######## piu_bdupdate_ctrl_flat ########
### src/rtl/piu_bdupdate_ctrl_if.sv
// Signal bundle for piu_bdupdate_ctrl: front-end start/PP lists, static-info read port,
// dynamic boundary decoder hookup and boundary-memory write port.
interface piu_bdupdate_ctrl_if #(
    parameter int NUM_PCH     = 8,
    parameter int PCHADDR_BW  = 3,
    parameter int PCHSTAT_BW  = 8,
    parameter int FACEBD_BW   = 2,
    parameter int CORNERBD_BW = 2
);
    logic                       start;
    logic [NUM_PCH*2-1:0]       pchpp_list_reg0_in;
    logic [NUM_PCH*2-1:0]       pchpp_list_reg1_in;
    logic                       busy;
    logic                       done;
    logic                       stat_rd_en;
    logic [PCHADDR_BW-1:0]      stat_rd_addr;
    logic [PCHSTAT_BW-1:0]      stat_rd_data;
    logic [PCHADDR_BW-1:0]      dec_pchidx;
    logic [PCHSTAT_BW-1:0]      dec_pchinfo_static;
    logic [NUM_PCH*2-1:0]       dec_pchpp_list_reg0;
    logic [NUM_PCH*2-1:0]       dec_pchpp_list_reg1;
    logic [4*FACEBD_BW-1:0]     dec_wr_facebd;
    logic [4*CORNERBD_BW-1:0]   dec_wr_cornerbd;
    logic                       bd_wr_en;
    logic [PCHADDR_BW-1:0]      bd_wr_addr;
    logic [4*FACEBD_BW-1:0]     bd_wr_facebd;
    logic [4*CORNERBD_BW-1:0]   bd_wr_cornerbd;

    // Controller view.
    modport master (
        input  start, pchpp_list_reg0_in, pchpp_list_reg1_in, stat_rd_data,
               dec_wr_facebd, dec_wr_cornerbd,
        output busy, done, stat_rd_en, stat_rd_addr, dec_pchidx, dec_pchinfo_static,
               dec_pchpp_list_reg0, dec_pchpp_list_reg1, bd_wr_en, bd_wr_addr,
               bd_wr_facebd, bd_wr_cornerbd
    );

    // Front-end / memories / decoder view.
    modport slave (
        output start, pchpp_list_reg0_in, pchpp_list_reg1_in, stat_rd_data,
               dec_wr_facebd, dec_wr_cornerbd,
        input  busy, done, stat_rd_en, stat_rd_addr, dec_pchidx, dec_pchinfo_static,
               dec_pchpp_list_reg0, dec_pchpp_list_reg1, bd_wr_en, bd_wr_addr,
               bd_wr_facebd, bd_wr_cornerbd
    );
endinterface

### src/rtl/piu_bdupdate_ctrl.sv
// Boundary-table refresh sequencer: sweeps all patches through the dynamic boundary decoder.
// Optional macro PIU_BDUPD_SKIPSTAT_EN: skip rewriting non-active patch types after the first sweep.
module piu_bdupdate_ctrl #(
    parameter int NUM_PCH     = 8,
    parameter int PCHADDR_BW  = 3,
    parameter int PCHSTAT_BW  = 8,
    parameter int FACEBD_BW   = 2,
    parameter int CORNERBD_BW = 2
) (
    input  logic              clk,
    input  logic              rst_n,
    piu_bdupdate_ctrl_if.master bus
);
    localparam logic [PCHADDR_BW-1:0] LAST_IDX = PCHADDR_BW'(NUM_PCH - 1);

    typedef enum logic [1:0] {IDLE, SWEEP, DRAIN} state_t;

    state_t                  state_q, state_d;
    logic [PCHADDR_BW-1:0]   cnt_q, cnt_d;
    logic                    pending_q;
    logic [NUM_PCH*2-1:0]    shadow0_q, shadow1_q;
    logic                    s1_vld_q;
    logic                    s2_vld_q;
    logic                    slot_wr;
    logic                    last_wr;
    logic                    rerun;

    // The last write of a sweep ends DRAIN; a queued or coincident start turns it into a rerun.
    assign last_wr = (state_q == DRAIN) && s2_vld_q && (bus.bd_wr_addr == LAST_IDX);
    assign rerun   = last_wr && (bus.start || pending_q);

    assign bus.busy         = (state_q != IDLE);
    assign bus.done         = last_wr;
    assign bus.stat_rd_en   = (state_q == SWEEP);
    assign bus.stat_rd_addr = cnt_q;
    // Read data lands in the stage-1 cycle, so it is forwarded to the decoder there.
    assign bus.dec_pchinfo_static = s1_vld_q ? bus.stat_rd_data : '0;

    // NOTE: state is updated with non-blocking assignments so every flop samples pre-edge values.
    always_ff @(posedge clk or negedge rst_n) begin
        if (!rst_n) begin
            state_q <= IDLE;
            cnt_q   <= '0;
        end else begin
            state_q <= state_d;
            cnt_q   <= cnt_d;
        end
    end

    // NOTE: every output of this block gets a default first, so no path can infer a latch.
    always_comb begin
        state_d = state_q;
        cnt_d   = cnt_q;
        case (state_q)
            IDLE: begin
                if (bus.start) begin
                    state_d = SWEEP;
                    cnt_d   = '0;
                end
            end
            SWEEP: begin
                if (cnt_q == LAST_IDX) begin
                    state_d = DRAIN;
                    cnt_d   = '0;
                end else begin
                    cnt_d = cnt_q + 1'b1;
                end
            end
            DRAIN: begin
                if (last_wr) begin
                    state_d = rerun ? SWEEP : IDLE;
                    cnt_d   = '0;
                end
            end
            default: begin
                state_d = IDLE;
                cnt_d   = '0;
            end
        endcase
    end

    // Active snapshot only changes when a sweep is launched; the shadow absorbs starts while busy.
    always_ff @(posedge clk or negedge rst_n) begin
        if (!rst_n) begin
            bus.dec_pchpp_list_reg0 <= '0;
            bus.dec_pchpp_list_reg1 <= '0;
            shadow0_q               <= '0;
            shadow1_q               <= '0;
            pending_q               <= 1'b0;
        end else begin
            if ((state_q == IDLE) && bus.start) begin
                bus.dec_pchpp_list_reg0 <= bus.pchpp_list_reg0_in;
                bus.dec_pchpp_list_reg1 <= bus.pchpp_list_reg1_in;
            end else if (rerun) begin
                bus.dec_pchpp_list_reg0 <= bus.start ? bus.pchpp_list_reg0_in : shadow0_q;
                bus.dec_pchpp_list_reg1 <= bus.start ? bus.pchpp_list_reg1_in : shadow1_q;
            end
            if (bus.busy && bus.start) begin
                shadow0_q <= bus.pchpp_list_reg0_in;
                shadow1_q <= bus.pchpp_list_reg1_in;
            end
            if (rerun) begin
                pending_q <= 1'b0;
            end else if (bus.busy && bus.start) begin
                pending_q <= 1'b1;
            end
        end
    end

`ifdef PIU_BDUPD_SKIPSTAT_EN
    localparam int                    PCHTYPE_BW  = 3;
    localparam logic [PCHTYPE_BW-1:0] PCHTYPE_AW  = 3'd1;
    localparam logic [PCHTYPE_BW-1:0] PCHTYPE_AE  = 3'd2;
    localparam logic [PCHTYPE_BW-1:0] PCHTYPE_AC  = 3'd3;
    localparam logic [PCHTYPE_BW-1:0] PCHTYPE_AWE = 3'd4;

    logic                  first_done_q;
    logic [PCHTYPE_BW-1:0] pchtype;

    assign pchtype = bus.dec_pchinfo_static[PCHSTAT_BW-1 -: PCHTYPE_BW];
    // Static patch types keep their first-sweep boundaries; the slot still consumes its cycle.
    assign slot_wr = s1_vld_q &&
                     (!first_done_q ||
                      (pchtype inside {PCHTYPE_AW, PCHTYPE_AE, PCHTYPE_AC, PCHTYPE_AWE}));

    always_ff @(posedge clk or negedge rst_n) begin
        if (!rst_n) begin
            first_done_q <= 1'b0;
        end else if (last_wr) begin
            first_done_q <= 1'b1;
        end
    end
`else
    assign slot_wr = s1_vld_q;
`endif

    // Two-stage read -> decode -> write pipeline, one patch per cycle.
    always_ff @(posedge clk or negedge rst_n) begin
        if (!rst_n) begin
            s1_vld_q           <= 1'b0;
            s2_vld_q           <= 1'b0;
            bus.dec_pchidx     <= '0;
            bus.bd_wr_en       <= 1'b0;
            bus.bd_wr_addr     <= '0;
            bus.bd_wr_facebd   <= '0;
            bus.bd_wr_cornerbd <= '0;
        end else begin
            s1_vld_q     <= bus.stat_rd_en;
            s2_vld_q     <= s1_vld_q;
            bus.bd_wr_en <= slot_wr;
            if (bus.stat_rd_en) begin
                bus.dec_pchidx <= cnt_q;
            end
            if (s1_vld_q) begin
                bus.bd_wr_addr     <= bus.dec_pchidx;
                bus.bd_wr_facebd   <= bus.dec_wr_facebd;
                bus.bd_wr_cornerbd <= bus.dec_wr_cornerbd;
            end
        end
    end
endmodule

### src/flat_wrapper.sv
// flat-port wrapper written by rule: the top's interface ports become plain ports
module piu_bdupdate_ctrl_flat 
#(
    parameter int NUM_PCH     = 8,
    parameter int PCHADDR_BW  = 3,
    parameter int PCHSTAT_BW  = 8,
    parameter int FACEBD_BW   = 2,
    parameter int CORNERBD_BW = 2
)
  (clk, rst_n, bus_start, bus_pchpp_list_reg0_in, bus_pchpp_list_reg1_in, bus_stat_rd_data, bus_dec_wr_facebd, bus_dec_wr_cornerbd, bus_busy, bus_done, bus_stat_rd_en, bus_stat_rd_addr, bus_dec_pchidx, bus_dec_pchinfo_static, bus_dec_pchpp_list_reg0, bus_dec_pchpp_list_reg1, bus_bd_wr_en, bus_bd_wr_addr, bus_bd_wr_facebd, bus_bd_wr_cornerbd);
  piu_bdupdate_ctrl_if #(.NUM_PCH(NUM_PCH), .PCHADDR_BW(PCHADDR_BW), .PCHSTAT_BW(PCHSTAT_BW), .FACEBD_BW(FACEBD_BW), .CORNERBD_BW(CORNERBD_BW)) bus_i ();
  input  logic clk;
  input  logic rst_n;
  input wire logic [$bits(bus_i.start)-1:0] bus_start;
  input wire logic [$bits(bus_i.pchpp_list_reg0_in)-1:0] bus_pchpp_list_reg0_in;
  input wire logic [$bits(bus_i.pchpp_list_reg1_in)-1:0] bus_pchpp_list_reg1_in;
  input wire logic [$bits(bus_i.stat_rd_data)-1:0] bus_stat_rd_data;
  input wire logic [$bits(bus_i.dec_wr_facebd)-1:0] bus_dec_wr_facebd;
  input wire logic [$bits(bus_i.dec_wr_cornerbd)-1:0] bus_dec_wr_cornerbd;
  output wire logic [$bits(bus_i.busy)-1:0] bus_busy;
  output wire logic [$bits(bus_i.done)-1:0] bus_done;
  output wire logic [$bits(bus_i.stat_rd_en)-1:0] bus_stat_rd_en;
  output wire logic [$bits(bus_i.stat_rd_addr)-1:0] bus_stat_rd_addr;
  output wire logic [$bits(bus_i.dec_pchidx)-1:0] bus_dec_pchidx;
  output wire logic [$bits(bus_i.dec_pchinfo_static)-1:0] bus_dec_pchinfo_static;
  output wire logic [$bits(bus_i.dec_pchpp_list_reg0)-1:0] bus_dec_pchpp_list_reg0;
  output wire logic [$bits(bus_i.dec_pchpp_list_reg1)-1:0] bus_dec_pchpp_list_reg1;
  output wire logic [$bits(bus_i.bd_wr_en)-1:0] bus_bd_wr_en;
  output wire logic [$bits(bus_i.bd_wr_addr)-1:0] bus_bd_wr_addr;
  output wire logic [$bits(bus_i.bd_wr_facebd)-1:0] bus_bd_wr_facebd;
  output wire logic [$bits(bus_i.bd_wr_cornerbd)-1:0] bus_bd_wr_cornerbd;
  assign bus_i.start = bus_start;
  assign bus_i.pchpp_list_reg0_in = bus_pchpp_list_reg0_in;
  assign bus_i.pchpp_list_reg1_in = bus_pchpp_list_reg1_in;
  assign bus_i.stat_rd_data = bus_stat_rd_data;
  assign bus_i.dec_wr_facebd = bus_dec_wr_facebd;
  assign bus_i.dec_wr_cornerbd = bus_dec_wr_cornerbd;
  assign bus_busy = bus_i.busy;
  assign bus_done = bus_i.done;
  assign bus_stat_rd_en = bus_i.stat_rd_en;
  assign bus_stat_rd_addr = bus_i.stat_rd_addr;
  assign bus_dec_pchidx = bus_i.dec_pchidx;
  assign bus_dec_pchinfo_static = bus_i.dec_pchinfo_static;
  assign bus_dec_pchpp_list_reg0 = bus_i.dec_pchpp_list_reg0;
  assign bus_dec_pchpp_list_reg1 = bus_i.dec_pchpp_list_reg1;
  assign bus_bd_wr_en = bus_i.bd_wr_en;
  assign bus_bd_wr_addr = bus_i.bd_wr_addr;
  assign bus_bd_wr_facebd = bus_i.bd_wr_facebd;
  assign bus_bd_wr_cornerbd = bus_i.bd_wr_cornerbd;
  piu_bdupdate_ctrl #(.NUM_PCH(NUM_PCH), .PCHADDR_BW(PCHADDR_BW), .PCHSTAT_BW(PCHSTAT_BW), .FACEBD_BW(FACEBD_BW), .CORNERBD_BW(CORNERBD_BW)) u_core (.clk(clk), .rst_n(rst_n), .bus(bus_i));
endmodule
### config.mk
export PLATFORM = sky130hd
export DESIGN_NAME = piu_bdupdate_ctrl_flat
export DESIGN_NICKNAME = d
export VERILOG_FILES = /design/src/rtl/piu_bdupdate_ctrl_if.sv /design/src/rtl/piu_bdupdate_ctrl.sv /design/src/flat_wrapper.sv
export SDC_FILE = /design/constraint.sdc
export NUM_CORES = 1
export LEC_CHECK = 0
export CELL_PAD_IN_SITES_DETAIL_PLACEMENT = 0
export CELL_PAD_IN_SITES_GLOBAL_PLACEMENT = 1
export CORE_MARGIN = 2
export CORE_UTILIZATION = 39
export CTS_BUF_LIST = sky130_fd_sc_hd__clkbuf_2
export CTS_CLUSTER_DIAMETER = 100
export DETAILED_ROUTE_END_ITERATION = 7
export PLACE_DENSITY_LB_ADDON = 0.2
export SYNTH_ARGS = -nofsm -noshare
export SYNTH_HDL_FRONTEND = slang
export SYNTH_SLANG_ARGS = --single-unit
### constraint.sdc
create_clock -name clk -period 1.8 [get_ports clk]
set_input_delay 0.27 -clock clk [delete_from_list [all_inputs] [get_ports clk]]
set_output_delay 0.27 -clock clk [all_outputs]
set_load 0.01 [all_outputs]
### Met2 routing, piu_bdupdate_ctrl_flat

(4 px per um) Cells faint in the background.
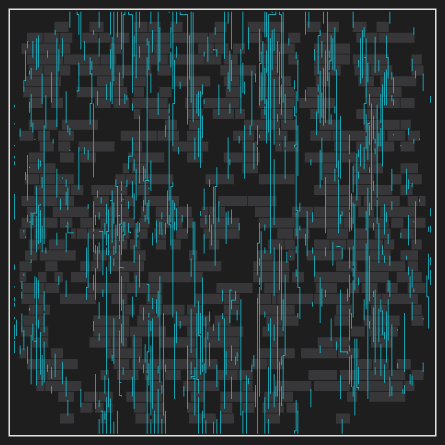
main direction: vertical
nets with wire on the layer: 462
longest straight run: 53.7 um
met2 Usage GRT: 0.261
vias after detailed routing: 2702
Routed WL: 8.73 mm

==> results.txt <==
fresh numbers from the pnr run: sequential share of cell area 0.398, CTS tree built, number of enable flip-flop cells 0, Net Count, Synth 316, antenna-violating nets left 0, Tmin final 1.78 ns, wire length on met3 469 um, Sequential Power Share 0.398, CP Capture Point bus_done, vias in the first global route 2870, Row Count 37, total grt overflow 0, tool warnings 28, largest class flip-flops and latches, Worst Path Max Fanout 4, outcome complete, no violations, critical path class flop to primary output, worst path cell trace nand4b_1 > nor2_2 > buf_6, DRC Markers 0, top-count cell post-synth dfrtp_1, Flop area 2350 um2, wire per inst 15.4 um, post-synth cell types 21, area delta synth->final 45.2%
### Clock routing, piu_bdupdate_ctrl_flat

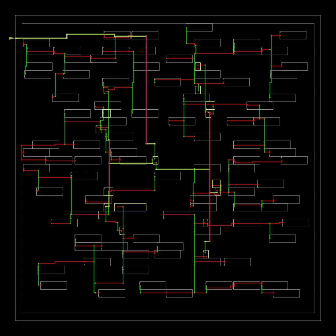
clock sink total: 94
Power Clock: 1.05 mW
CTS Buf Count: 9
clk latency of the worst-skew pair: 0.55 ns
clock buf count: 9

[state kept, by name, summed over array words and instances (netlist names)]
signal,flops
u_core.bus.stat_rd_addr,3
u_core.bus.dec_pchidx,3
u_core.pending_q,1
u_core.bus.bd_wr_addr,3
u_core.s1_vld_q,1
u_core.shadow0_q,16
u_core.bus.bd_wr_facebd,8
u_core.bus.bd_wr_en,1
u_core.state_q,2
u_core.bus.dec_pchpp_list_reg1,16
u_core.bus.dec_pchpp_list_reg0,16
u_core.bus.bd_wr_cornerbd,8
u_core.shadow1_q,16

######## sram_port_master ########
### Clock wires, drivers and flops, sram_port_master

(6 px per um)
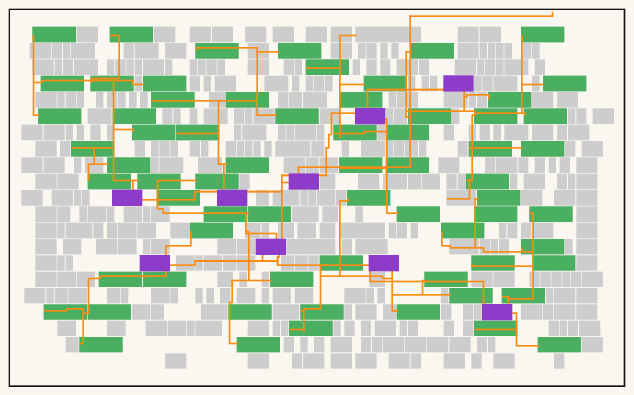
### Clock routing, sram_port_master

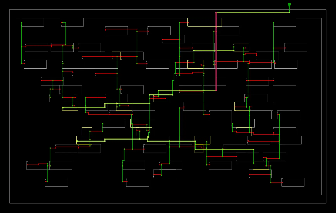
[config.mk]
export PLATFORM = sky130hd
export DESIGN_NAME = sram_port_master
export DESIGN_NICKNAME = d
export VERILOG_FILES = /design/src/rtl/sram_port_master.sv
export SDC_FILE = /design/constraint.sdc
export NUM_CORES = 1
export LEC_CHECK = 0
export ABC_AREA = 0
export CORE_ASPECT_RATIO = 0.6
export CORE_MARGIN = 1.5
export CORE_UTILIZATION = 50
export CTS_CLUSTER_DIAMETER = 80
export DETAILED_ROUTE_END_ITERATION = 8
export PLACE_DENSITY = 0.87
export SLEW_MARGIN = 20
export SYNTH_ARGS = -nofsm -noshare
export SYNTH_HDL_FRONTEND = slang
export SYNTH_SLANG_ARGS = --single-unit
[constraint.sdc]
create_clock -name clk -period 4 [get_ports clk]
set_input_delay 0.8 -clock clk [delete_from_list [all_inputs] [get_ports clk]]
set_output_delay 0.8 -clock clk [all_outputs]
set_load 0.005 [all_outputs]
[src/rtl/sram_port_master.sv]
// Request-stream sequencer for one byte-enable SRAM port, with a 2-entry FIFO for read responses.
// Define SRAM_PORT_MASTER_STATS_EN to add the saturating rd_count/wr_count access counters.
module sram_port_master #(
   parameter int DATA_WIDTH = 16,
   parameter int ADDR_WIDTH = 5,
   parameter int LEN_WIDTH  = 5
) (
   input  logic                  clk,
   input  logic                  rst,
   input  logic                  req_valid,
   output logic                  req_ready,
   input  logic                  req_we,
   input  logic [1:0]            req_be,
   input  logic [ADDR_WIDTH-1:0] req_addr,
   input  logic [LEN_WIDTH-1:0]  req_len,
   input  logic [DATA_WIDTH-1:0] req_wdata,
   output logic                  sram_en,
   output logic                  sram_we,
   output logic [1:0]            sram_byte_en,
   output logic [ADDR_WIDTH-1:0] sram_addr,
   output logic [DATA_WIDTH-1:0] sram_din,
   input  logic [DATA_WIDTH-1:0] sram_dout,
   output logic                  rsp_valid,
   input  logic                  rsp_ready,
   output logic [DATA_WIDTH-1:0] rsp_rdata,
   output logic                  busy
`ifdef SRAM_PORT_MASTER_STATS_EN
   ,
   output logic [15:0]           rd_count,
   output logic [15:0]           wr_count
`endif
);

   typedef enum logic {S_IDLE = 1'b0, S_BUSY = 1'b1} state_t;

   state_t                state_q, state_d;
   logic                  we_q, we_d;
   logic [1:0]            be_q, be_d;
   logic [ADDR_WIDTH-1:0] addr_q, addr_d;
   logic [DATA_WIDTH-1:0] wdata_q, wdata_d;
   logic [LEN_WIDTH-1:0]  rem_q, rem_d;
   logic                  inflight_q, inflight_d;
   logic [1:0]            occ_q, occ_d;
   logic                  wr_ptr_q, wr_ptr_d;
   logic                  rd_ptr_q, rd_ptr_d;
   logic [DATA_WIDTH-1:0] rbuf_q [2];
   logic [DATA_WIDTH-1:0] rbuf_d [2];

   logic       pop;
   logic       room_ok;
   logic       issue;
   logic       accept;
   logic [2:0] level;

   // The read check must see this cycle's pop to sustain one read per cycle with only two
   // buffer entries, so sram_en is gated in the issue cycle; all other port fields are flops.
   always_comb begin
      pop     = (occ_q != 2'd0) && rsp_ready;
      level   = {1'b0, occ_q} + {2'b00, inflight_q} - {2'b00, pop};
      room_ok = level < 3'd2;
      issue   = (state_q == S_BUSY) && !rst && (we_q || room_ok);
      accept  = req_valid && (state_q == S_IDLE) && !rst;
   end

   always_comb begin
      state_d = state_q;
      we_d    = we_q;
      be_d    = be_q;
      addr_d  = addr_q;
      wdata_d = wdata_q;
      rem_d   = rem_q;
      case (state_q)
         S_IDLE: begin
            if (accept) begin
               we_d    = req_we;
               be_d    = req_we ? req_be : 2'b00;
               addr_d  = req_addr;
               wdata_d = req_we ? req_wdata : '0;
               rem_d   = req_len;
               state_d = S_BUSY;
            end
         end
         S_BUSY: begin
            if (issue) begin
               addr_d = addr_q + ADDR_WIDTH'(1);
               rem_d  = rem_q - LEN_WIDTH'(1);
               if (rem_q == '0) begin
                  state_d = S_IDLE;
               end
            end
         end
         default: state_d = S_IDLE;
      endcase
   end

   always_comb begin
      inflight_d = issue && !we_q;
      rbuf_d     = rbuf_q;
      wr_ptr_d   = wr_ptr_q;
      rd_ptr_d   = rd_ptr_q;
      occ_d      = occ_q + {1'b0, inflight_q} - {1'b0, pop};
      if (inflight_q) begin
         rbuf_d[wr_ptr_q] = sram_dout;
         wr_ptr_d         = ~wr_ptr_q;
      end
      if (pop) begin
         rd_ptr_d = ~rd_ptr_q;
      end
   end

   always_ff @(posedge clk) begin
      if (rst) begin
         state_q    <= S_IDLE;
         we_q       <= 1'b0;
         be_q       <= 2'b00;
         addr_q     <= '0;
         wdata_q    <= '0;
         rem_q      <= '0;
         inflight_q <= 1'b0;
         occ_q      <= 2'd0;
         wr_ptr_q   <= 1'b0;
         rd_ptr_q   <= 1'b0;
         for (int i = 0; i < 2; i++) begin
            rbuf_q[i] <= '0;
         end
      end else begin
         state_q    <= state_d;
         we_q       <= we_d;
         be_q       <= be_d;
         addr_q     <= addr_d;
         wdata_q    <= wdata_d;
         rem_q      <= rem_d;
         inflight_q <= inflight_d;
         occ_q      <= occ_d;
         wr_ptr_q   <= wr_ptr_d;
         rd_ptr_q   <= rd_ptr_d;
         rbuf_q     <= rbuf_d;
      end
   end

   assign req_ready    = (state_q == S_IDLE) && !rst;
   assign sram_en      = issue;
   assign sram_we      = we_q;
   assign sram_byte_en = be_q;
   assign sram_addr    = addr_q;
   assign sram_din     = wdata_q;
   assign rsp_valid    = occ_q != 2'd0;
   assign rsp_rdata    = rbuf_q[rd_ptr_q];
   assign busy         = (state_q != S_IDLE) || inflight_q || (occ_q != 2'd0);

`ifdef SRAM_PORT_MASTER_STATS_EN
   logic [15:0] rd_count_q, rd_count_d;
   logic [15:0] wr_count_q, wr_count_d;

   always_comb begin
      rd_count_d = rd_count_q;
      wr_count_d = wr_count_q;
      if (issue && !we_q && (rd_count_q != 16'hFFFF)) begin
         rd_count_d = rd_count_q + 16'd1;
      end
      if (issue && we_q && (wr_count_q != 16'hFFFF)) begin
         wr_count_d = wr_count_q + 16'd1;
      end
   end

   always_ff @(posedge clk) begin
      if (rst) begin
         rd_count_q <= 16'd0;
         wr_count_q <= 16'd0;
      end else begin
         rd_count_q <= rd_count_d;
         wr_count_q <= wr_count_d;
      end
   end

   assign rd_count = rd_count_q;
   assign wr_count = wr_count_q;
`endif

endmodule

==> results.txt <==
fresh numbers from the pnr run: Via-to-Cell Ratio 5.18, vias in the first global route 2621, DP Wirelength 4.92 mm, top-count cell post-synth nand2_1, wire per inst 13.9 um, #FFs+latches synth 67, actual slew at the worst max-slew pin 0.861 ns, Leakage 1.45 nW, Critical Path Start rsp_ready, WHS Path Cells 2, outcome complete, no violations, fin util 0.724, All-Layer GR Usage 0.240, area delta synth->final 38.3%, tool warnings 27, antenna-violating nets left 0, CP Capture Point sram_en, MaxCap Viol Count 0, clock buf count 11, Yosys warnings 0
## Picture notes: 'Clock wires, drivers and flops' of sram_port_master
[purple] clock-net drivers | count: 9
[orange] clock wires | length: 806 um
[green] flip-flops | count: 67
flops lie: all over the die

## Picture notes: 'Clock routing' of sram_port_master
setup skew after layout: 0.00753 ns
clock sink total: 67
CTS Buf Count: 9

==> kinds of logic after synthesis <==
kind of cell,count (synthesis),share of synthesized area
AND/OR/NAND/NOR,149,0.216
AND-OR/OR-AND,74,0.155
flip-flops,67,0.453
buffers and inverters,32,0.0525
multiplexers,18,0.0694
XOR/XNOR,8,0.0262
adder cells (fa/ha/maj),6,0.0279
==> routing by layer <==
layer  vias up  GRT usage  part of all wire
met5         -          0                 0
met4         0     0.0736            0.0074
met3         4     0.0828             0.074
met2       100      0.379              0.48
met1      1248      0.309              0.44
li1       1334          -                 -

######## split_flat ########
### I/O nets highlighted, split_flat

(3 px per um)
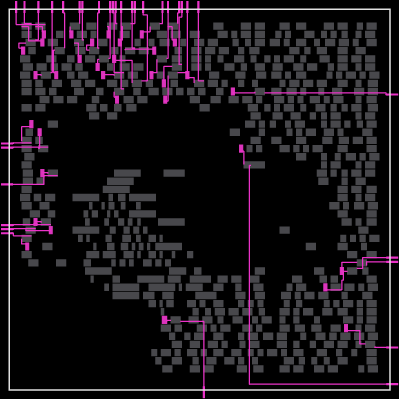
### Clock routing, split_flat

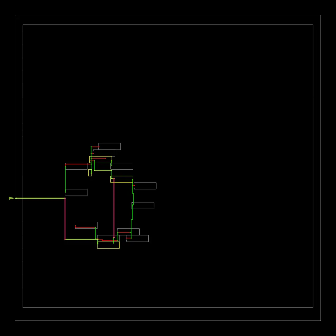
`config.mk`:
```
export PLATFORM = sky130hd
export DESIGN_NAME = split_flat
export DESIGN_NICKNAME = d
export VERILOG_FILES = /design/src/rtl/split_if.sv /design/src/rtl/split.sv /design/src/flat_wrapper.sv
export SDC_FILE = /design/constraint.sdc
export NUM_CORES = 1
export LEC_CHECK = 0
export CAP_MARGIN = 20
export CELL_PAD_IN_SITES_DETAIL_PLACEMENT = 1
export CELL_PAD_IN_SITES_GLOBAL_PLACEMENT = 1
export CORE_MARGIN = 3
export CORE_UTILIZATION = 14
export CTS_CLUSTER_SIZE = 8
export DETAILED_ROUTE_END_ITERATION = 8
export HOLD_SLACK_MARGIN = 0.05
export PLACE_DENSITY = 0.93
export REMOVE_ABC_BUFFERS = 1
export SLEW_MARGIN = 40
export SYNTH_ARGS = -nofsm -noshare
export SYNTH_HDL_FRONTEND = slang
export SYNTH_SLANG_ARGS = --single-unit
```
`constraint.sdc`:
```
create_clock -name clk -period 4.8 [get_ports clk]
set_clock_uncertainty 0.2 [all_clocks]
set_input_delay 0.96 -clock clk [delete_from_list [all_inputs] [get_ports clk]]
set_output_delay 0.96 -clock clk [all_outputs]
set_load 0.01 [all_outputs]
```
`src/rtl/split_if.sv`:
```
// Bus bundle for split: one packed master request/response pair plus N packed slave pairs.
// Request = {valid, addr, wdata, wstrb}; response = {rdata, ready}; ready is a one-cycle completion pulse.
interface split_if #(
  parameter int N_SLAVES = 2,
  parameter int DATA_W   = 32,
  parameter int ADDR_W   = 32
);
  localparam int STRB_W = (DATA_W + 7) / 8;
  localparam int REQ_W  = 1 + ADDR_W + DATA_W + STRB_W;
  localparam int RESP_W = DATA_W + 1;

  logic [REQ_W-1:0]           m_req;
  logic [RESP_W-1:0]          m_resp;
  logic [N_SLAVES*REQ_W-1:0]  s_req;
  logic [N_SLAVES*RESP_W-1:0] s_resp;
  logic                       err;

  // master: the environment (requester and slave models); slave: the demux itself
  modport master (output m_req, s_resp, input m_resp, s_req, err);
  modport slave  (input m_req, s_resp, output m_resp, s_req, err);
endinterface

```
`src/rtl/split.sv`:
```
// Address-decoded 1-to-N demux; 0-cycle request and response paths, plus slave wait states.
// Unmapped addresses and slaves that stay silent for TIMEOUT cycles are closed with ready+err.
module split #(
  parameter int N_SLAVES = 2,
  parameter int DATA_W   = 32,
  parameter int ADDR_W   = 32,
  parameter int P_SLAVES = ADDR_W - 1,
  parameter int TIMEOUT  = 255
) (
  input logic   clk,
  input logic   rst_n,
  split_if.slave bus
);
  localparam int NB       = $clog2(N_SLAVES) + (($clog2(N_SLAVES) == 0) ? 1 : 0);
  localparam int STRB_W   = (DATA_W + 7) / 8;
  localparam int REQ_W    = 1 + ADDR_W + DATA_W + STRB_W;
  localparam int RESP_W   = DATA_W + 1;
  localparam int ADDR_LSB = DATA_W + STRB_W;
  localparam int CNT_W    = ($clog2(TIMEOUT + 1) > 0) ? $clog2(TIMEOUT + 1) : 1;
  localparam logic [CNT_W-1:0] CNT_LAST = (TIMEOUT > 0) ? CNT_W'(TIMEOUT - 1) : '0;
  localparam logic [NB:0]      N_MAP    = N_SLAVES[NB:0];

  typedef enum logic [1:0] {IDLE, WAIT, ERR} state_t;

  state_t                    state, state_nxt;
  logic [NB-1:0]             sel_reg, sel_nxt, idx, route_idx;
  logic [CNT_W-1:0]          cnt, cnt_nxt;
  logic                      valid, mapped, route_en;
  logic [RESP_W-1:0]         resp_sel, m_resp_c;
  logic [N_SLAVES*REQ_W-1:0] s_req_c;
  logic                      err_c;

  assign valid  = bus.m_req[REQ_W-1];
  assign idx    = bus.m_req[ADDR_LSB+P_SLAVES -: NB];
  assign mapped = ({1'b0, idx} < N_MAP);

  // Only the selected slave sees the request and is listened to; all others get zeros.
  always_comb begin
    route_en  = rst_n && ((state == IDLE && valid && mapped) || state == WAIT);
    route_idx = (state == IDLE) ? idx : sel_reg;
    s_req_c   = '0;
    resp_sel  = '0;
    for (int k = 0; k < N_SLAVES; k++) begin
      if (route_en && route_idx == NB'(k)) begin
        s_req_c[k*REQ_W +: REQ_W] = bus.m_req;
        resp_sel                  = bus.s_resp[k*RESP_W +: RESP_W];
      end
    end
  end

  always_comb begin
    state_nxt = state;
    sel_nxt   = sel_reg;
    cnt_nxt   = cnt;
    m_resp_c  = '0;
    err_c     = 1'b0;
    if (resp_sel[0])
      m_resp_c = resp_sel;
    case (state)
      IDLE: begin
        if (valid) begin
          if (mapped) begin
            sel_nxt = idx;
            if (!resp_sel[0]) begin
              state_nxt = WAIT;
              cnt_nxt   = '0;
            end
          end else begin
            state_nxt = ERR;
          end
        end
      end
      WAIT: begin
        // A ready landing in the last allowed cycle still wins over the timeout.
        if (resp_sel[0])
          state_nxt = IDLE;
        else if (TIMEOUT != 0 && cnt == CNT_LAST)
          state_nxt = ERR;
        else if (cnt != '1)
          cnt_nxt = cnt + 1'b1;
      end
      ERR: begin
        m_resp_c  = RESP_W'(1);
        err_c     = 1'b1;
        state_nxt = IDLE;
      end
      default: state_nxt = IDLE;
    endcase
    if (!rst_n) begin
      m_resp_c = '0;
      err_c    = 1'b0;
    end
  end

  always_ff @(posedge clk or negedge rst_n) begin
    if (!rst_n) begin
      state   <= IDLE;
      sel_reg <= '0;
      cnt     <= '0;
    end else begin
      state   <= state_nxt;
      sel_reg <= sel_nxt;
      cnt     <= cnt_nxt;
    end
  end

  assign bus.s_req  = s_req_c;
  assign bus.m_resp = m_resp_c;
  assign bus.err    = err_c;
endmodule

```
`src/flat_wrapper.sv`:
```
// flat-port wrapper written by rule: the top's interface ports become plain ports
module split_flat 
#(
  parameter int N_SLAVES = 2,
  parameter int DATA_W   = 32,
  parameter int ADDR_W   = 32,
  parameter int P_SLAVES = ADDR_W - 1,
  parameter int TIMEOUT  = 255
)
  (clk, rst_n, bus_m_req, bus_s_resp, bus_m_resp, bus_s_req, bus_err);
  split_if #(.N_SLAVES(N_SLAVES), .DATA_W(DATA_W), .ADDR_W(ADDR_W)) bus_i ();
  input logic clk;
  input logic rst_n;
  input wire logic [$bits(bus_i.m_req)-1:0] bus_m_req;
  input wire logic [$bits(bus_i.s_resp)-1:0] bus_s_resp;
  output wire logic [$bits(bus_i.m_resp)-1:0] bus_m_resp;
  output wire logic [$bits(bus_i.s_req)-1:0] bus_s_req;
  output wire logic [$bits(bus_i.err)-1:0] bus_err;
  assign bus_i.m_req = bus_m_req;
  assign bus_i.s_resp = bus_s_resp;
  assign bus_m_resp = bus_i.m_resp;
  assign bus_s_req = bus_i.s_req;
  assign bus_err = bus_i.err;
  split #(.N_SLAVES(N_SLAVES), .DATA_W(DATA_W), .ADDR_W(ADDR_W), .P_SLAVES(P_SLAVES), .TIMEOUT(TIMEOUT)) u_core (.clk(clk), .rst_n(rst_n), .bus(bus_i));
endmodule
```
==> results.txt <==
fresh numbers from the pnr run: reg-to-reg endpoint u_core.cnt[5], Hold Path Origin u_core.cnt[7], Place WS 0.232 ns, Signal buf overhead 0.590, Worst Path Buf+Inv 3, fraction of area in multi-input gates 0.301, hold endpoint u_core.cnt[7], outcome complete, no violations, clock-pin slew on the worst setup and hold paths 0.04 ns, WHS Path Cells 1, top-count cell post-synth and2_1, Longest Clk Path Bufs 2, Die Y 126 um, Worst Reg2Reg Path Length in Cells 6, vias in the first global route 3403, dpl cell area 5290 um2, Yosys top cell by area and2_1, Reg2Reg Setup Slack 2.26 ns, clock sink total 11, pin count of the biggest net entering global routing 103, nonclk buf count 313, Post-synth seq share 0.136, max FFs per register 8, tool warnings 28, DP Wirelength 12.6 mm
Notes on 'I/O nets highlighted' of split_flat above:
[magenta] bus_m_resp | bits: 33 | direction: output | end cells: 33 | buffers: 33 | wire: 792 um
port buffer count: 308
IO Pins: 309

Notes on 'Clock routing' of split_flat above:
clk latency of the worst-skew pair: 0.24 ns
CTS Buf Count: 3
total number of sequential cells: 11
clock buf count: 4

-- where the power goes --
part	switching, mW	internal, mW
combinational	0.622	0.728
clock	0.0405	0.111
sequential	0.0360	0.116
-- cells by family after synthesis --
logic type	Yosys count
AOI/OAI and AO/OA	57
DFF	11
and+or+nand+nor	202
adders and majority gates	2
muxes	1
buffers and inverters	28
-- per-layer routing --
metal | global-route usage | share of wire
met2 | 0.321 | 0.52
met3 | 0.0337 | 0.075
met5 | 0 | 0
met4 | 0.0347 | 0.016
met1 | 0.204 | 0.39

######## sync_fifo_param_flat ########
**config.mk**
```make
export PLATFORM = sky130hd
export DESIGN_NAME = sync_fifo_param_flat
export DESIGN_NICKNAME = d
export VERILOG_FILES = /design/src/rtl/sync_fifo_pkg.sv /design/src/rtl/sync_fifo_param_if.sv /design/src/rtl/sync_fifo_ram.sv /design/src/rtl/sync_fifo_param.sv /design/src/flat_wrapper.sv
export SDC_FILE = /design/constraint.sdc
export NUM_CORES = 1
export LEC_CHECK = 0
export CAP_MARGIN = 20
export CORE_MARGIN = 3
export CORE_UTILIZATION = 30
export DETAILED_ROUTE_END_ITERATION = 8
export GPL_TIMING_DRIVEN = 0
export MAX_ROUTING_LAYER = met4
export PLACE_DENSITY = 0.5
export SYNTH_ARGS = -nofsm -noshare
export SYNTH_HDL_FRONTEND = slang
export SYNTH_SLANG_ARGS = --single-unit
```
**constraint.sdc**
```tcl
create_clock -name i_clk -period 4.2 [get_ports i_clk]
set_input_delay 0.84 -clock i_clk [delete_from_list [all_inputs] [get_ports i_clk]]
set_output_delay 0.84 -clock i_clk [all_outputs]
set_load 0.005 [all_outputs]
```
**src/rtl/sync_fifo_pkg.sv**
```systemverilog
// ---------------------------------------------------------------------------
// sync_fifo_pkg
// Shared constants and helpers for the synchronous FIFO slice.
//   DEFAULT_WIDTH / DEFAULT_DEPTH : default data width and entry count
//   level_width()                 : bits needed to count 0..DEPTH inclusive
//   fifo_op_e                     : per-cycle accepted-operation encoding
// ---------------------------------------------------------------------------
package sync_fifo_pkg;

    localparam int DEFAULT_WIDTH = 32;
    localparam int DEFAULT_DEPTH = 16;

    // One extra bit over the address width so that a completely full FIFO
    // (level == DEPTH) is representable.
    function automatic int level_width(input int depth);
        return $clog2(depth) + 1;
    endfunction

    // Encoded as {write accepted, read accepted}.
    typedef enum logic [1:0] {
        OP_IDLE  = 2'b00,
        OP_READ  = 2'b01,
        OP_WRITE = 2'b10,
        OP_BOTH  = 2'b11
    } fifo_op_e;

endpackage

```
**src/rtl/sync_fifo_param_if.sv**
```systemverilog
// ---------------------------------------------------------------------------
// sync_fifo_param_if
// Handshake/data bundle between a FIFO user (master) and the FIFO (slave).
//   i_wren, i_wdata        : write request and data (master -> slave)
//   i_rden                 : read request (master -> slave)
//   o_rdata                : read data (slave -> master)
//   o_empty, o_full        : level == 0 / level == DEPTH
//   o_almost_empty/full    : level <= AE threshold / level >= AF threshold
//   o_level                : current occupancy
//   o_overflow/underflow   : one-cycle error pulses
// ---------------------------------------------------------------------------
interface sync_fifo_param_if
    import sync_fifo_pkg::*;
#(
    parameter int WIDTH = DEFAULT_WIDTH,
    parameter int DEPTH = DEFAULT_DEPTH
);

    localparam int LW = level_width(DEPTH);

    logic             i_wren;
    logic [WIDTH-1:0] i_wdata;
    logic             i_rden;
    logic [WIDTH-1:0] o_rdata;
    logic             o_empty;
    logic             o_full;
    logic             o_almost_empty;
    logic             o_almost_full;
    logic [LW-1:0]    o_level;
    logic             o_overflow;
    logic             o_underflow;

    modport master (
        output i_wren,
        output i_wdata,
        output i_rden,
        input  o_rdata,
        input  o_empty,
        input  o_full,
        input  o_almost_empty,
        input  o_almost_full,
        input  o_level,
        input  o_overflow,
        input  o_underflow
    );

    modport slave (
        input  i_wren,
        input  i_wdata,
        input  i_rden,
        output o_rdata,
        output o_empty,
        output o_full,
        output o_almost_empty,
        output o_almost_full,
        output o_level,
        output o_overflow,
        output o_underflow
    );

endinterface

```
**src/rtl/sync_fifo_ram.sv**
```systemverilog
// ---------------------------------------------------------------------------
// sync_fifo_ram
// Storage array for the FIFO: one synchronous write port, one asynchronous
// read port, no reset (contents survive a FIFO reset; only pointers clear).
//   clk     : write clock
//   wr_en   : write strobe
//   wr_addr : write address
//   wr_data : write data
//   rd_addr : read address
//   rd_data : combinational read data at rd_addr
// ---------------------------------------------------------------------------
module sync_fifo_ram #(
    parameter int WIDTH = 32,
    parameter int DEPTH = 16
) (
    input  logic                     clk,
    input  logic                     wr_en,
    input  logic [$clog2(DEPTH)-1:0] wr_addr,
    input  logic [WIDTH-1:0]         wr_data,
    input  logic [$clog2(DEPTH)-1:0] rd_addr,
    output logic [WIDTH-1:0]         rd_data
);

    logic [WIDTH-1:0] mem [DEPTH];

    always_ff @(posedge clk) begin
        if (wr_en) begin
            mem[wr_addr] <= wr_data;
        end
    end

    assign rd_data = mem[rd_addr];

endmodule

```
**src/rtl/sync_fifo_param.sv**
```systemverilog
// ---------------------------------------------------------------------------
// sync_fifo_param
// Parameterised single-clock FIFO with level, almost-full/empty flags and
// overflow/underflow pulses.
//   i_clk : clock, all logic on rising edge
//   i_rst : asynchronous active-high reset
//   bus   : sync_fifo_param_if slave (write/read handshake, data, status)
// Build option:
//   SYNC_FIFO_FWFT_EN defined   -> first-word-fall-through: o_rdata shows
//                                  the head entry combinationally
//   SYNC_FIFO_FWFT_EN undefined -> o_rdata registered, popped word appears
//                                  the cycle after an accepted read
// ---------------------------------------------------------------------------
module sync_fifo_param
    import sync_fifo_pkg::*;
#(
    parameter int WIDTH     = DEFAULT_WIDTH,
    parameter int DEPTH     = DEFAULT_DEPTH,
    parameter int AF_THRESH = DEPTH - 2,
    parameter int AE_THRESH = 2
) (
    input  logic             i_clk,
    input  logic             i_rst,
    sync_fifo_param_if.slave bus
);

    localparam int AW = $clog2(DEPTH);
    localparam int LW = level_width(DEPTH);

    logic [AW-1:0]    wr_ptr;
    logic [AW-1:0]    rd_ptr;
    logic [LW-1:0]    level;
    logic             overflow;
    logic             underflow;
    logic             empty;
    logic             full;
    logic             almost_empty;
    logic             almost_full;
    logic             wr_acc;
    logic             rd_acc;
    logic [WIDTH-1:0] ram_rdata;
    fifo_op_e         op;

    // Status flags come straight from the registered level.
    always_comb begin
        empty        = (level == '0);
        full         = (level == LW'(DEPTH));
        almost_empty = (int'(level) <= AE_THRESH);
        almost_full  = (int'(level) >= AF_THRESH);
    end

    // A write into a full FIFO is still accepted when a read frees a slot in
    // the same cycle; a read from an empty FIFO is never accepted.
    always_comb begin
        rd_acc = bus.i_rden && !empty;
        wr_acc = bus.i_wren && (!full || rd_acc);
        op     = fifo_op_e'({wr_acc, rd_acc});
    end

    always_ff @(posedge i_clk or posedge i_rst) begin
        if (i_rst) begin
            wr_ptr    <= '0;
            rd_ptr    <= '0;
            level     <= '0;
            overflow  <= 1'b0;
            underflow <= 1'b0;
        end else begin
            // Pointers wrap naturally because DEPTH is a power of two.
            if (wr_acc) begin
                wr_ptr <= wr_ptr + AW'(1);
            end
            if (rd_acc) begin
                rd_ptr <= rd_ptr + AW'(1);
            end
            case (op)
                OP_WRITE: level <= level + LW'(1);
                OP_READ:  level <= level - LW'(1);
                default:  level <= level;
            endcase
            overflow  <= bus.i_wren && full && !rd_acc;
            // A simultaneous write into an empty FIFO is not an underflow.
            underflow <= bus.i_rden && empty && !bus.i_wren;
        end
    end

    sync_fifo_ram #(
        .WIDTH (WIDTH),
        .DEPTH (DEPTH)
    ) u_ram (
        .clk     (i_clk),
        .wr_en   (wr_acc),
        .wr_addr (wr_ptr),
        .wr_data (bus.i_wdata),
        .rd_addr (rd_ptr),
        .rd_data (ram_rdata)
    );

`ifdef SYNC_FIFO_FWFT_EN
    // Head entry is visible whenever the FIFO is non-empty; when empty the
    // stale array word at rd_ptr is shown and stays stable.
    assign bus.o_rdata = ram_rdata;
`else
    logic [WIDTH-1:0] rdata_q;

    always_ff @(posedge i_clk or posedge i_rst) begin
        if (i_rst) begin
            rdata_q <= '0;
        end else if (rd_acc) begin
            rdata_q <= ram_rdata;
        end
    end

    assign bus.o_rdata = rdata_q;
`endif

    assign bus.o_empty        = empty;
    assign bus.o_full         = full;
    assign bus.o_almost_empty = almost_empty;
    assign bus.o_almost_full  = almost_full;
    assign bus.o_level        = level;
    assign bus.o_overflow     = overflow;
    assign bus.o_underflow    = underflow;

endmodule

```
**src/flat_wrapper.sv**
```systemverilog
// flat-port wrapper written by rule: the top's interface ports become plain ports
module sync_fifo_param_flat import sync_fifo_pkg::*;
#(
    parameter int WIDTH     = DEFAULT_WIDTH,
    parameter int DEPTH     = DEFAULT_DEPTH,
    parameter int AF_THRESH = DEPTH - 2,
    parameter int AE_THRESH = 2
)
  (i_clk, i_rst, bus_i_wren, bus_i_wdata, bus_i_rden, bus_o_rdata, bus_o_empty, bus_o_full, bus_o_almost_empty, bus_o_almost_full, bus_o_level, bus_o_overflow, bus_o_underflow);
  sync_fifo_param_if #(.WIDTH(WIDTH), .DEPTH(DEPTH)) bus_i ();
  input  logic i_clk;
  input  logic i_rst;
  input wire logic [$bits(bus_i.i_wren)-1:0] bus_i_wren;
  input wire logic [$bits(bus_i.i_wdata)-1:0] bus_i_wdata;
  input wire logic [$bits(bus_i.i_rden)-1:0] bus_i_rden;
  output wire logic [$bits(bus_i.o_rdata)-1:0] bus_o_rdata;
  output wire logic [$bits(bus_i.o_empty)-1:0] bus_o_empty;
  output wire logic [$bits(bus_i.o_full)-1:0] bus_o_full;
  output wire logic [$bits(bus_i.o_almost_empty)-1:0] bus_o_almost_empty;
  output wire logic [$bits(bus_i.o_almost_full)-1:0] bus_o_almost_full;
  output wire logic [$bits(bus_i.o_level)-1:0] bus_o_level;
  output wire logic [$bits(bus_i.o_overflow)-1:0] bus_o_overflow;
  output wire logic [$bits(bus_i.o_underflow)-1:0] bus_o_underflow;
  assign bus_i.i_wren = bus_i_wren;
  assign bus_i.i_wdata = bus_i_wdata;
  assign bus_i.i_rden = bus_i_rden;
  assign bus_o_rdata = bus_i.o_rdata;
  assign bus_o_empty = bus_i.o_empty;
  assign bus_o_full = bus_i.o_full;
  assign bus_o_almost_empty = bus_i.o_almost_empty;
  assign bus_o_almost_full = bus_i.o_almost_full;
  assign bus_o_level = bus_i.o_level;
  assign bus_o_overflow = bus_i.o_overflow;
  assign bus_o_underflow = bus_i.o_underflow;
  sync_fifo_param #(.WIDTH(WIDTH), .DEPTH(DEPTH), .AF_THRESH(AF_THRESH), .AE_THRESH(AE_THRESH)) u_core (.i_clk(i_clk), .i_rst(i_rst), .bus(bus_i));
endmodule
```
### Placed cells, one color a class, sync_fifo_param_flat

(1.5 px per um) Fill, decap, tap and diode cells in gray.
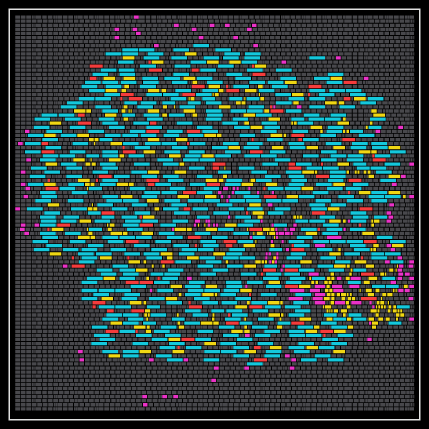
[cyan] sequential cells | cells: 559 | share of their area: 68%
[yellow] remaining logic cells | cells: 346 | share of their area: 19%
[magenta] remaining buffers and delay cells | cells: 147 | share of their area: 5.8%
[red] clock drivers and dummy loads | cells: 108 | share of their area: 7.5%

==> results.txt <==
fresh numbers from the pnr run: Die Y 273 um, Critical Path Start u_core.bus.o_level[1], top cell type's share of synthesized area 0.721, All-Layer GR Usage 0.145, area of the multi-input gates 4510 um2, Worst Reg2Reg Path Length in Cells 14, pin count of the biggest net entering global routing 48, Worst Path Max Fanout 11, top-count cell post-synth edfxtp_1, Slew Viols, Final 0, Gate power share 0.282, dpl cell area 23700 um2, Post-Synth AOI/OAI Area 0.0265, outcome complete, no violations, inverters 7
### Met2 routing, sync_fifo_param_flat

(1.5 px per um) Cells faint in the background.
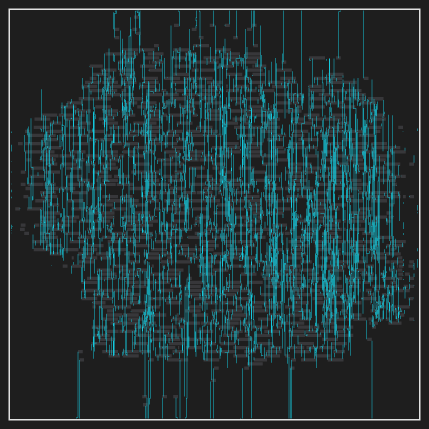
wire length on this layer: 24.1 mm
main direction: vertical
nets with wire on the layer: 1042
share of all routed wire: 46%

[power by group through the flow]
stage,clock network (mW),logic (mW),registers (mW)
after floorplan,0,2.98,7.12
after global placement,0,4.69,7.25
after detailed placement,0,4.85,7.23
after CTS,5.08,4.86,7.12
after global routing,5.30,5.12,7.17
final,4.95,4.74,7.11
[worst min-delay path, cell delays in order (launching register included)]
cell and delay, ns:
dfrtp_1 0.38, nand2_1 0.06, o221ai_1 0.06


## Gallery

Placed cells, one color a class.
Plate I
(4 px per um) Fill, decap, tap and diode cells in gray.
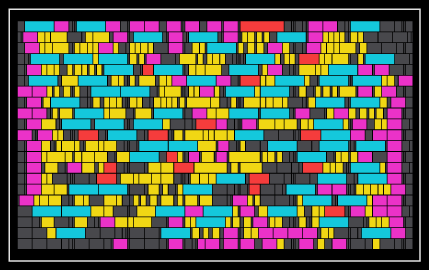
Plate II
(3 px per um) Fill, decap, tap and diode cells in gray.
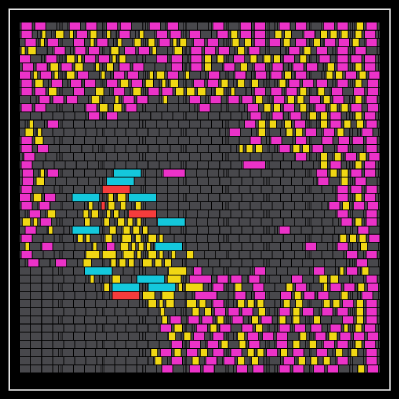
Plate III
(4 px per um) Fill, decap, tap and diode cells in gray.
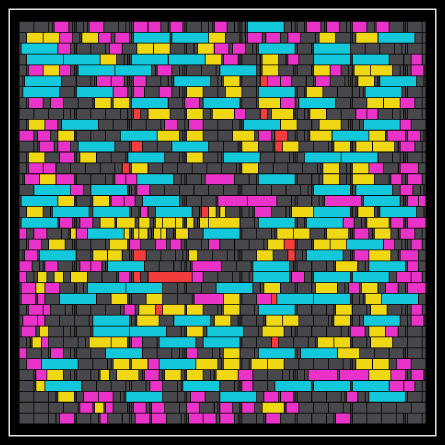
- split_flat = Plate II
- piu_bdupdate_ctrl_flat = Plate III
- sram_port_master = Plate I
The one with the most cells is Plate II.

Key to Plate I:
[magenta] remaining buffers and delay cells | cells: 96 | share of their area: 24%
[red] clock drivers and dummy loads | cells: 16 | share of their area: 5.3%
[yellow] remaining logic cells | cells: 260 | share of their area: 37%
[cyan] sequential cells | cells: 67 | share of their area: 34%


==> notes/layouts.md <==
Pictures saved along the way, in no particular order.

I/O nets highlighted.
panel A
(4 px per um)
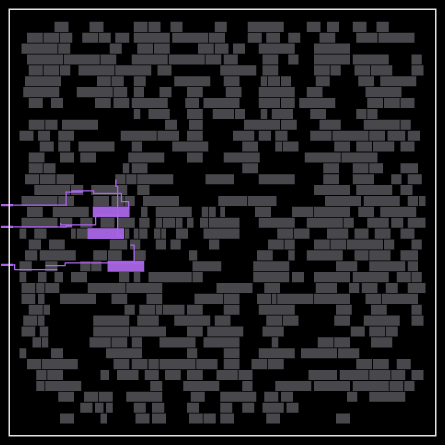
panel B
(1.5 px per um)
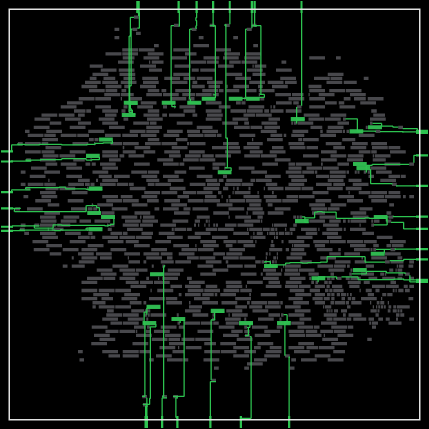
panel C
(4 px per um)
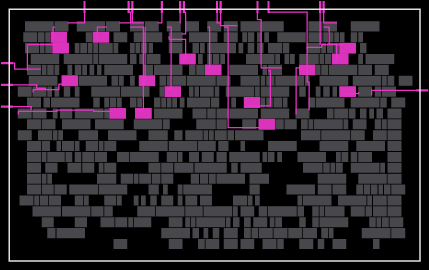
panel B -> sync_fifo_param_flat
panel C -> sram_port_master
panel A -> piu_bdupdate_ctrl_flat
- largest die: panel B
- most cells: panel B

Power and IR drop assume default switching activity.
